=== design 1 ===
Fig. 1: design 1, cell density map
The die is cut into 7 by 7 equal tiles; white is low, dark blue is high, 0 to 100% covered.
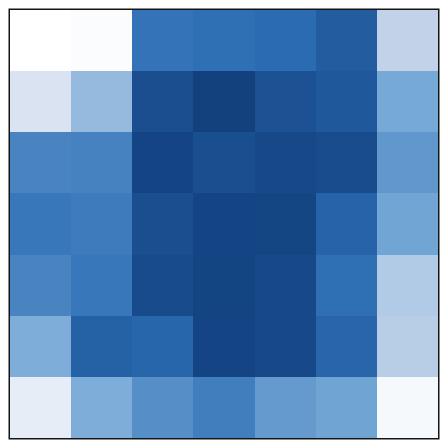

==> config.mk <==
export PLATFORM = sky130hd
export DESIGN_NAME = spi_reg_ctrl
export DESIGN_NICKNAME = d
export VERILOG_FILES = /design/src/rtl/spi_ctrl_pkg.sv /design/src/rtl/spi_reg_ctrl.sv
export SDC_FILE = /design/constraint.sdc
export NUM_CORES = 1
export LEC_CHECK = 0
export CAP_MARGIN = 20
export CORE_UTILIZATION = 42
export DETAILED_ROUTE_END_ITERATION = 8
export HOLD_SLACK_MARGIN = 0.03
export PLACE_DENSITY = 0.75
export SLEW_MARGIN = 5
export SYNTH_ARGS = -nofsm -noshare
export SYNTH_HDL_FRONTEND = slang
export SYNTH_SLANG_ARGS = --single-unit
==> constraint.sdc <==
create_clock -name Clk -period 1.54 [get_ports Clk]
set_input_delay 0.308 -clock Clk [delete_from_list [all_inputs] [get_ports Clk]]
set_output_delay 0.308 -clock Clk [all_outputs]
set_load 0.02 [all_outputs]
==> src/rtl/spi_ctrl_pkg.sv <==
// Shared definitions for the SPI register-access controller: FSM states,
// command byte layout and the default status byte.
package spi_ctrl_pkg;

  typedef enum logic [2:0] {
    ST_IDLE,
    ST_CMD,
    ST_WR_DATA,
    ST_RD_FETCH,
    ST_RD_LOAD,
    ST_RD_WAIT
  } state_t;

  // Command byte: bit 7 selects read (1) / write (0), low bits carry the address.
  localparam int unsigned CMD_RW_BIT = 7;

  localparam logic [7:0] STATUS_BYTE_DEFAULT = 8'hA5;

endpackage

==> src/rtl/spi_reg_ctrl.sv <==
// Bridges an SPI slave byte interface to a simple register bus: one command
// byte (R/W + address) followed by write data or dummy bytes for reads.
module spi_reg_ctrl
  import spi_ctrl_pkg::*;
#(
  parameter int unsigned ADDR_W      = 7,
  parameter bit          AUTO_INC    = 1'b1,
  parameter logic [7:0]  STATUS_BYTE = STATUS_BYTE_DEFAULT
) (
  input  logic              Clk,
  input  logic              Rst_n,
  input  logic              Trans_Start,
  input  logic              Trans_End,
  input  logic              Rx_Valid,
  input  logic [7:0]        Rx_Data,
  output logic              Tx_Valid,
  output logic [7:0]        Tx_Data,
  output logic [ADDR_W-1:0] Reg_Addr,
  output logic              Reg_Wr_En,
  output logic [7:0]        Reg_Wr_Data,
  output logic              Reg_Rd_En,
  input  logic [7:0]        Reg_Rd_Data,
  output logic              Busy,
  output logic [15:0]       Byte_Cnt,
  output logic              Err
);

  state_t     state, next_state;
  logic       tx_load;
  logic [7:0] tx_byte;
  logic       err_set;
  logic       cnt_inc;
  logic       cmd_latch;
  logic       wr_pulse;
  logic       rd_inc;

  always_ff @(posedge Clk or negedge Rst_n) begin
    if (!Rst_n) state <= ST_IDLE;
    else        state <= next_state;
  end

  // Byte handling is decided first; Trans_End then Trans_Start override only
  // the state transition, so a byte arriving with Trans_End still strobes.
  always_comb begin
    next_state = state;
    tx_load    = 1'b0;
    tx_byte    = '0;
    err_set    = 1'b0;
    cnt_inc    = Rx_Valid && (state != ST_IDLE);
    cmd_latch  = 1'b0;
    wr_pulse   = 1'b0;
    rd_inc     = 1'b0;

    case (state)
      ST_IDLE: ;
      ST_CMD: begin
        if (Rx_Valid) begin
          cmd_latch  = 1'b1;
          next_state = Rx_Data[CMD_RW_BIT] ? ST_RD_FETCH : ST_WR_DATA;
        end
      end
      ST_WR_DATA: begin
        if (Rx_Valid) wr_pulse = 1'b1;
      end
      ST_RD_FETCH: begin
        next_state = ST_RD_LOAD;
        if (Rx_Valid) err_set = 1'b1;
      end
      ST_RD_LOAD: begin
        tx_load    = 1'b1;
        tx_byte    = Reg_Rd_Data;
        rd_inc     = 1'b1;
        next_state = ST_RD_WAIT;
        if (Rx_Valid) err_set = 1'b1;
      end
      ST_RD_WAIT: begin
        if (Rx_Valid) next_state = ST_RD_FETCH;
      end
      default: next_state = ST_IDLE;
    endcase

    if (Trans_End) next_state = ST_IDLE;

    if (Trans_Start) begin
      next_state = ST_CMD;
      tx_load    = 1'b1;
      tx_byte    = STATUS_BYTE;
      if (state != ST_IDLE) err_set = 1'b1;
    end
  end

  assign Reg_Rd_En = (state == ST_RD_FETCH);
  assign Busy      = (state != ST_IDLE);

  always_ff @(posedge Clk or negedge Rst_n) begin
    if (!Rst_n) begin
      Tx_Valid    <= 1'b0;
      Tx_Data     <= '0;
      Reg_Addr    <= '0;
      Reg_Wr_En   <= 1'b0;
      Reg_Wr_Data <= '0;
      Byte_Cnt    <= '0;
      Err         <= 1'b0;
    end else begin
      Tx_Valid  <= tx_load;
      Reg_Wr_En <= wr_pulse;
      if (tx_load)  Tx_Data     <= tx_byte;
      if (wr_pulse) Reg_Wr_Data <= Rx_Data;

      // Write address advances at the end of its strobe cycle, read address
      // at the end of the load cycle; both wrap naturally at 2^ADDR_W.
      if (cmd_latch)
        Reg_Addr <= Rx_Data[ADDR_W-1:0];
      else if (AUTO_INC && (Reg_Wr_En || rd_inc))
        Reg_Addr <= Reg_Addr + 1'b1;

      if (Trans_Start)
        Byte_Cnt <= '0;
      else if (cnt_inc && (Byte_Cnt != '1))
        Byte_Cnt <= Byte_Cnt + 16'd1;

      if (err_set)          Err <= 1'b1;
      else if (Trans_Start) Err <= 1'b0;
    end
  end

endmodule
=== design 2 ===
`config.mk`:
```
export PLATFORM = sky130hd
export DESIGN_NAME = bolge_tarayici
export DESIGN_NICKNAME = d
export VERILOG_FILES = /design/src/rtl/bolge_tarayici_pkg.sv /design/src/rtl/bolge_gecikme.sv /design/src/rtl/bolge_tarayici.sv
export SDC_FILE = /design/constraint.sdc
export NUM_CORES = 1
export LEC_CHECK = 0
export ABC_AREA = 1
export CORE_ASPECT_RATIO = 1.1
export CORE_MARGIN = 10
export CORE_UTILIZATION = 45
export DETAILED_ROUTE_END_ITERATION = 6
export PLACE_DENSITY_LB_ADDON = 0.15
export SLEW_MARGIN = 5
export SYNTH_ARGS = -nofsm -noshare
export SYNTH_HDL_FRONTEND = slang
export SYNTH_SLANG_ARGS = --single-unit
export TNS_END_PERCENT = 5
```
`constraint.sdc`:
```
create_clock -name clk -period 1.3 [get_ports clk]
set_input_delay 0.13 -clock clk [delete_from_list [all_inputs] [get_ports clk]]
set_output_delay 0.13 -clock clk [all_outputs]
set_load 0.02 [all_outputs]
```
`src/rtl/bolge_tarayici_pkg.sv`:
```
// rtl/bolge_tarayici_pkg.sv - shared widths and FSM states for the region sweep driver
package bolge_tarayici_pkg;
  localparam int CODE_W    = 5;
  localparam int CNT_W     = 6;
  localparam int NUM_CODES = 32;

  typedef enum logic [1:0] {
    IDLE  = 2'd0,
    SWEEP = 2'd1,
    DRAIN = 2'd2,
    DONE  = 2'd3
  } state_t;
endpackage

```
`src/rtl/bolge_gecikme.sv`:
```
// rtl/bolge_gecikme.sv - RESP_LAT-deep {valid, idx} tag delay line
module bolge_gecikme
  import bolge_tarayici_pkg::*;
#(
  parameter int RESP_LAT = 0
) (
  input  logic              clk,
  input  logic              rst_n,
  input  logic              in_v,
  input  logic [CODE_W-1:0] in_idx,
  output logic              out_v,
  output logic [CODE_W-1:0] out_idx
);
  generate
    if (RESP_LAT == 0) begin : g_pass
      logic unused_clk;
      assign unused_clk = clk ^ rst_n;
      assign out_v      = in_v;
      assign out_idx    = in_idx;
    end else begin : g_pipe
      logic              v_q   [RESP_LAT];
      logic [CODE_W-1:0] idx_q [RESP_LAT];

      always_ff @(posedge clk or negedge rst_n) begin
        if (!rst_n) begin
          for (int i = 0; i < RESP_LAT; i++) begin
            v_q[i]   <= 1'b0;
            idx_q[i] <= '0;
          end
        end else begin
          v_q[0]   <= in_v;
          idx_q[0] <= in_idx;
          for (int i = 1; i < RESP_LAT; i++) begin
            v_q[i]   <= v_q[i-1];
            idx_q[i] <= idx_q[i-1];
          end
        end
      end

      assign out_v   = v_q[RESP_LAT-1];
      assign out_idx = idx_q[RESP_LAT-1];
    end
  endgenerate
endmodule

```
`src/rtl/bolge_tarayici.sv`:
```
// rtl/bolge_tarayici.sv - sweeps all 32 {Y,G,R} codes and counts B responses equal to target
module bolge_tarayici
  import bolge_tarayici_pkg::*;
#(
  parameter int RESP_LAT = 0
) (
  input  logic             clk,
  input  logic             rst_n,
  input  logic             start,
  input  logic [1:0]       target,
  output logic             Y,
  output logic [1:0]       G,
  output logic [1:0]       R,
  input  logic [1:0]       b_in,
  output logic             busy,
  output logic             done,
  output logic [CNT_W-1:0] match_cnt,
  output logic [CODE_W-1:0] first_idx,
  output logic             found
);
  localparam logic [CODE_W-1:0] LAST_IDX   = CODE_W'(NUM_CODES - 1);
  localparam logic [1:0]        DRAIN_LAST = 2'((RESP_LAT == 0) ? 0 : RESP_LAT - 1);

  state_t            state_q, state_d;
  logic [CODE_W-1:0] idx;
  logic [1:0]        tgt;
  logic [1:0]        drain_cnt;
  logic              tag_v;
  logic [CODE_W-1:0] tag_idx;

  bolge_gecikme #(.RESP_LAT(RESP_LAT)) u_gecikme (
    .clk     (clk),
    .rst_n   (rst_n),
    .in_v    (state_q == SWEEP),
    .in_idx  (idx),
    .out_v   (tag_v),
    .out_idx (tag_idx)
  );

  always_ff @(posedge clk or negedge rst_n) begin
    if (!rst_n) state_q <= IDLE;
    else        state_q <= state_d;
  end

  always_comb begin
    state_d = state_q;
    case (state_q)
      IDLE:  if (start) state_d = SWEEP;
      SWEEP: if (idx == LAST_IDX) state_d = (RESP_LAT == 0) ? DONE : DRAIN;
      DRAIN: if (drain_cnt == DRAIN_LAST) state_d = DONE;
      DONE:  state_d = IDLE;
      default: state_d = IDLE;
    endcase
  end

  always_ff @(posedge clk or negedge rst_n) begin
    if (!rst_n) begin
      idx       <= '0;
      tgt       <= '0;
      drain_cnt <= '0;
      match_cnt <= '0;
      first_idx <= '0;
      found     <= 1'b0;
    end else if (state_q == IDLE) begin
      if (start) begin
        tgt       <= target;
        idx       <= '0;
        match_cnt <= '0;
        first_idx <= '0;
        found     <= 1'b0;
      end
    end else begin
      case (state_q)
        SWEEP: begin
          drain_cnt <= '0;
          if (idx != LAST_IDX) idx <= idx + 1'b1;
        end
        DRAIN: drain_cnt <= drain_cnt + 1'b1;
        default: idx <= '0;
      endcase
      // Samples are aligned to the delayed tag, not to the code currently driven.
      if (tag_v && (b_in == tgt)) begin
        match_cnt <= match_cnt + 1'b1;
        if (!found) begin
          first_idx <= tag_idx;
          found     <= 1'b1;
        end
      end
    end
  end

  assign Y    = idx[4];
  assign G    = idx[3:2];
  assign R    = idx[1:0];
  assign busy = (state_q == SWEEP) || (state_q == DRAIN);
  assign done = (state_q == DONE);
endmodule

```

==> screenshots <==
Congestion heat map.
Plate I
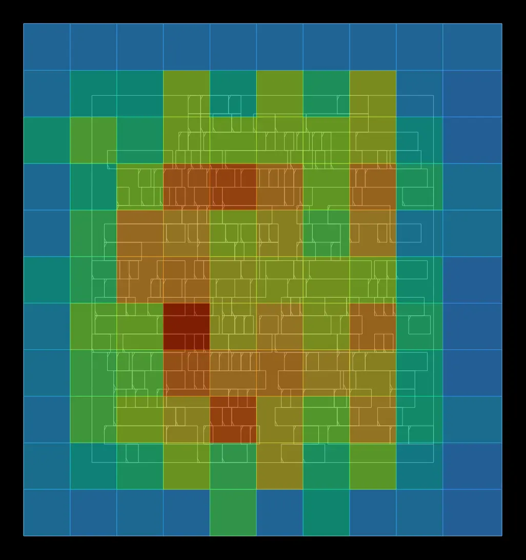
Plate II
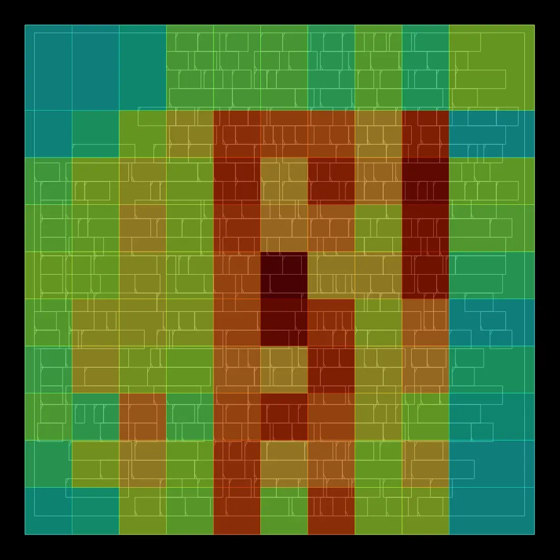
- most wire per cell: Plate II
- highest track usage: Plate II
| picture | from |
|---|---|
| Plate I | design 2 |
| Plate II | design 1 |

Fig. 2: design 2, the metal 1 layer
Scale bar: 20 um.
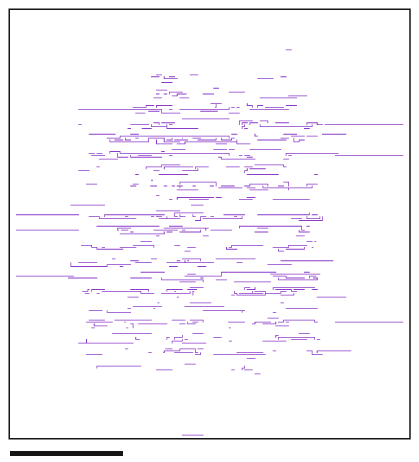
The layer carries 1120 um of wire. 184 nets have wire on it. The wires run mostly horizontal. The longest straight run is 19.3 um.

==> run summary, design 2 <==
Purpose: to document the outcome of synthesis and place and route.

Setup path
The timing report shows that the slowest cell on the worst path is sky130_fd_sc_hd__dfrtp_2. The family with the most delay on the worst path is flip-flops. Walking the worst path, the cells encountered are ha_4 > nand2_4 > nor2_2 > ha_2 > a21o_1 > nor2_4 > nand2_1 > a22oi_1.

Synth
The number of nets in the synthesized netlist is 165. Of the total synthesized cell area, the portion taken by XOR and XNOR cells is 2.053%. The number of enable flip-flop cells is 0.

The summed standard-cell area reported by yosys is 0.001280 mm^2. Multiplexer cells account for 0% of the synthesized area. Sorting the synthesis cell report by count puts at the top sky130_fd_sc_hd__nand2_1. For this run, the number of Yosys warnings is 0.

The synthesized netlist was found by Yosys to have 148 cells. The proportion of register bits with asynchronous set or reset after synthesis is 100.0%.

Clock network
The latest clock arrival within the worst-skew pair is 0.31 ns. CTS built an H-tree with a depth of 1. TritonCTS created 3 clock buffers. The clock-pin slew of the registers on the worst-case setup and hold paths is 0.13 ns.

Floorplan
For this configuration, the core starts out at a cell density of 46.50%. The I/O pin count is 26. According to the tapcell log, the count of inserted taps is 33. The area of the core region is 0.002753 mm^2.

Flow run
The total tool warning count is 34.

Timing
The final tally of setup violations is 19. The worst path setup slack after routing is -0.2561 ns. The highest achievable clock rate is 0.6426 GHz. Measured against its own limit, the worst slew margin works out to 80.71%. The post-route fraction of the period consumed by the critical path is 119.7%.

Cells and area
The number of flip-flops under the largest register name is 6. The final antenna diode count is 0. The total of plain and repair buffers excluding clock buffers is 42.

Placed design
The placer congestion estimate is 0.7977.

Run status
The run finished, with violations left. The checks that failed: setup timing.

Power
The script computed the net switching share of total power as 43.69%. Ranked by power, first place goes to combinational cells. The part of the total power dissipated in combinational logic is 59.5%. Total power normalized to cell area comes to 1928 mW/mm^2.

Route
The first-pass iteration count of the detailed router is 4.
Fig. 3: design 1, the metal 1 layer
Scale bar: 20 um.
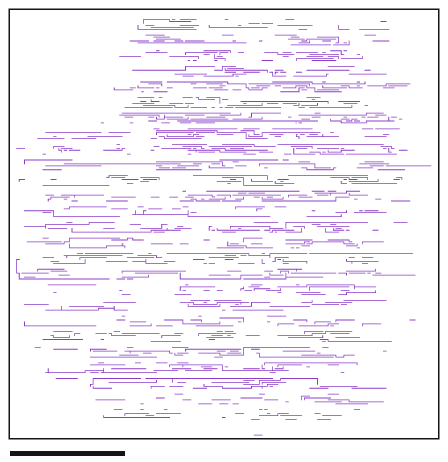
The longest straight run is 24.4 um. 315 nets have wire on it. The layer holds 42% of the routed length.

About Fig. 1:
4.1% of the tiles are nearly empty. The emptiest ninth of the die: top left. The fullest tile reaches 93%. The densest ninth of the die: middle. The mean over all tiles is 65%.

==> run summary, design 1 <==
Purpose: to document the outcome of synthesis and place and route.

Setup path
The path type of the worst setup path is reg -> reg. Per STA, the worst path is made up of ha_4 > nand2_4 > nor3_4 > buf_6 > or4_4 > a21oi_2.

Route
In the final routing, the length of wire on met1 measures 2721 um. The detailed route wirelength on metal2 is 3348 um.

Global routing
The initial antenna violation count is 0.

Placed design
In this run the tool buffered the top-level ports with 64 buffer cells. Note, the detailed placer reported a final HPWL of 4407 um.

Cells and area
The final antenna diode count is 0. Per the final report, the share of cell area in clock cells is 3.096%. The growth of design area from synthesis to finish is 68.00%. The number of fill cells is 376. The final-layout clock buffer total is 5. The fraction of final layout cells with drive strength greater than 1 is 41.21%.

Floorplan
According to the floorplan report, the total die area is 0.005564 mm^2.

Synth
The synthesized netlist contains 39 unique library cells. The most frequently used library cell after synthesis is sky130_fd_sc_hd__dfrtp_1. Per the synthesis report, the adder-cell share of the synthesized area is 1.131%.

Timing
The critical path in the final layout is reported with a setup slack of -0.09028 ns. The final tally of setup violations is 18. The worst path in the final design needs a cycle of 1.630 ns, including I/O delays and setup.

Run status
The checks that failed: setup timing. The flow ran to the end, but the final reports show violations.


==> layout pictures side by side <==
Met2 routing.
Scale bar: 20 um.
(a)
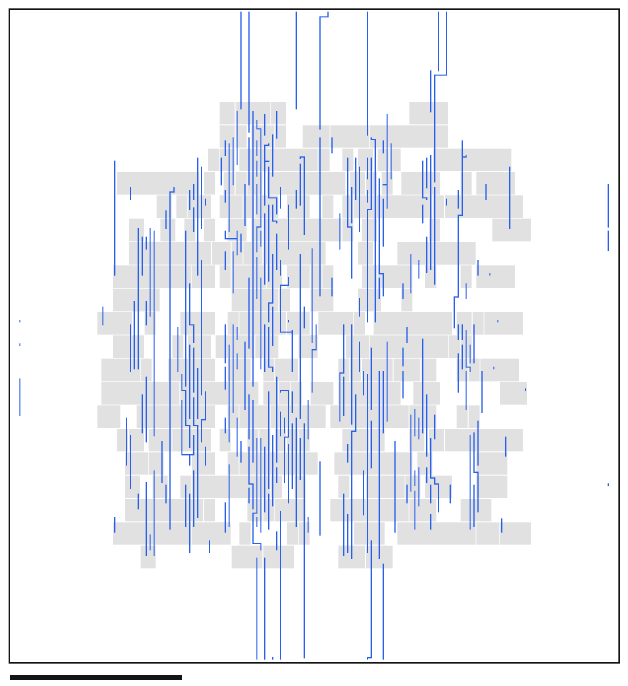
(b)
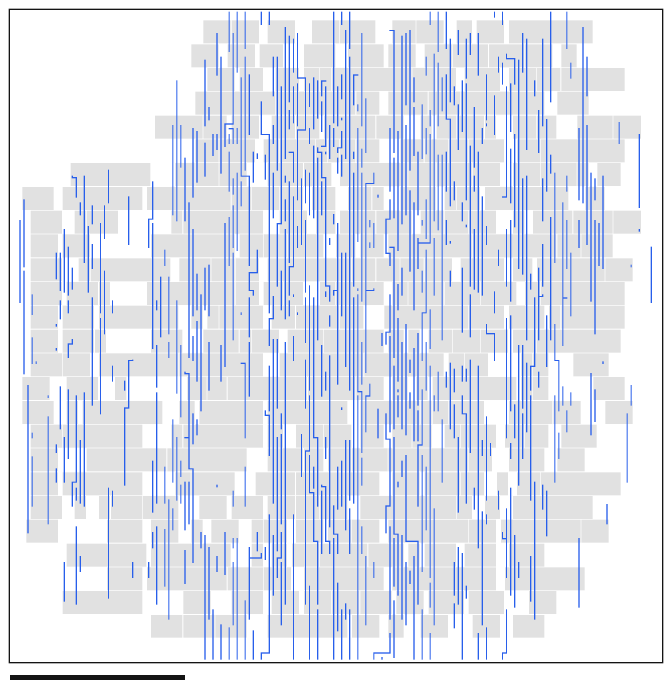
- (b) = design 1
- (a) = design 2

No activity file was given, so power comes from the tool's default toggle rates.
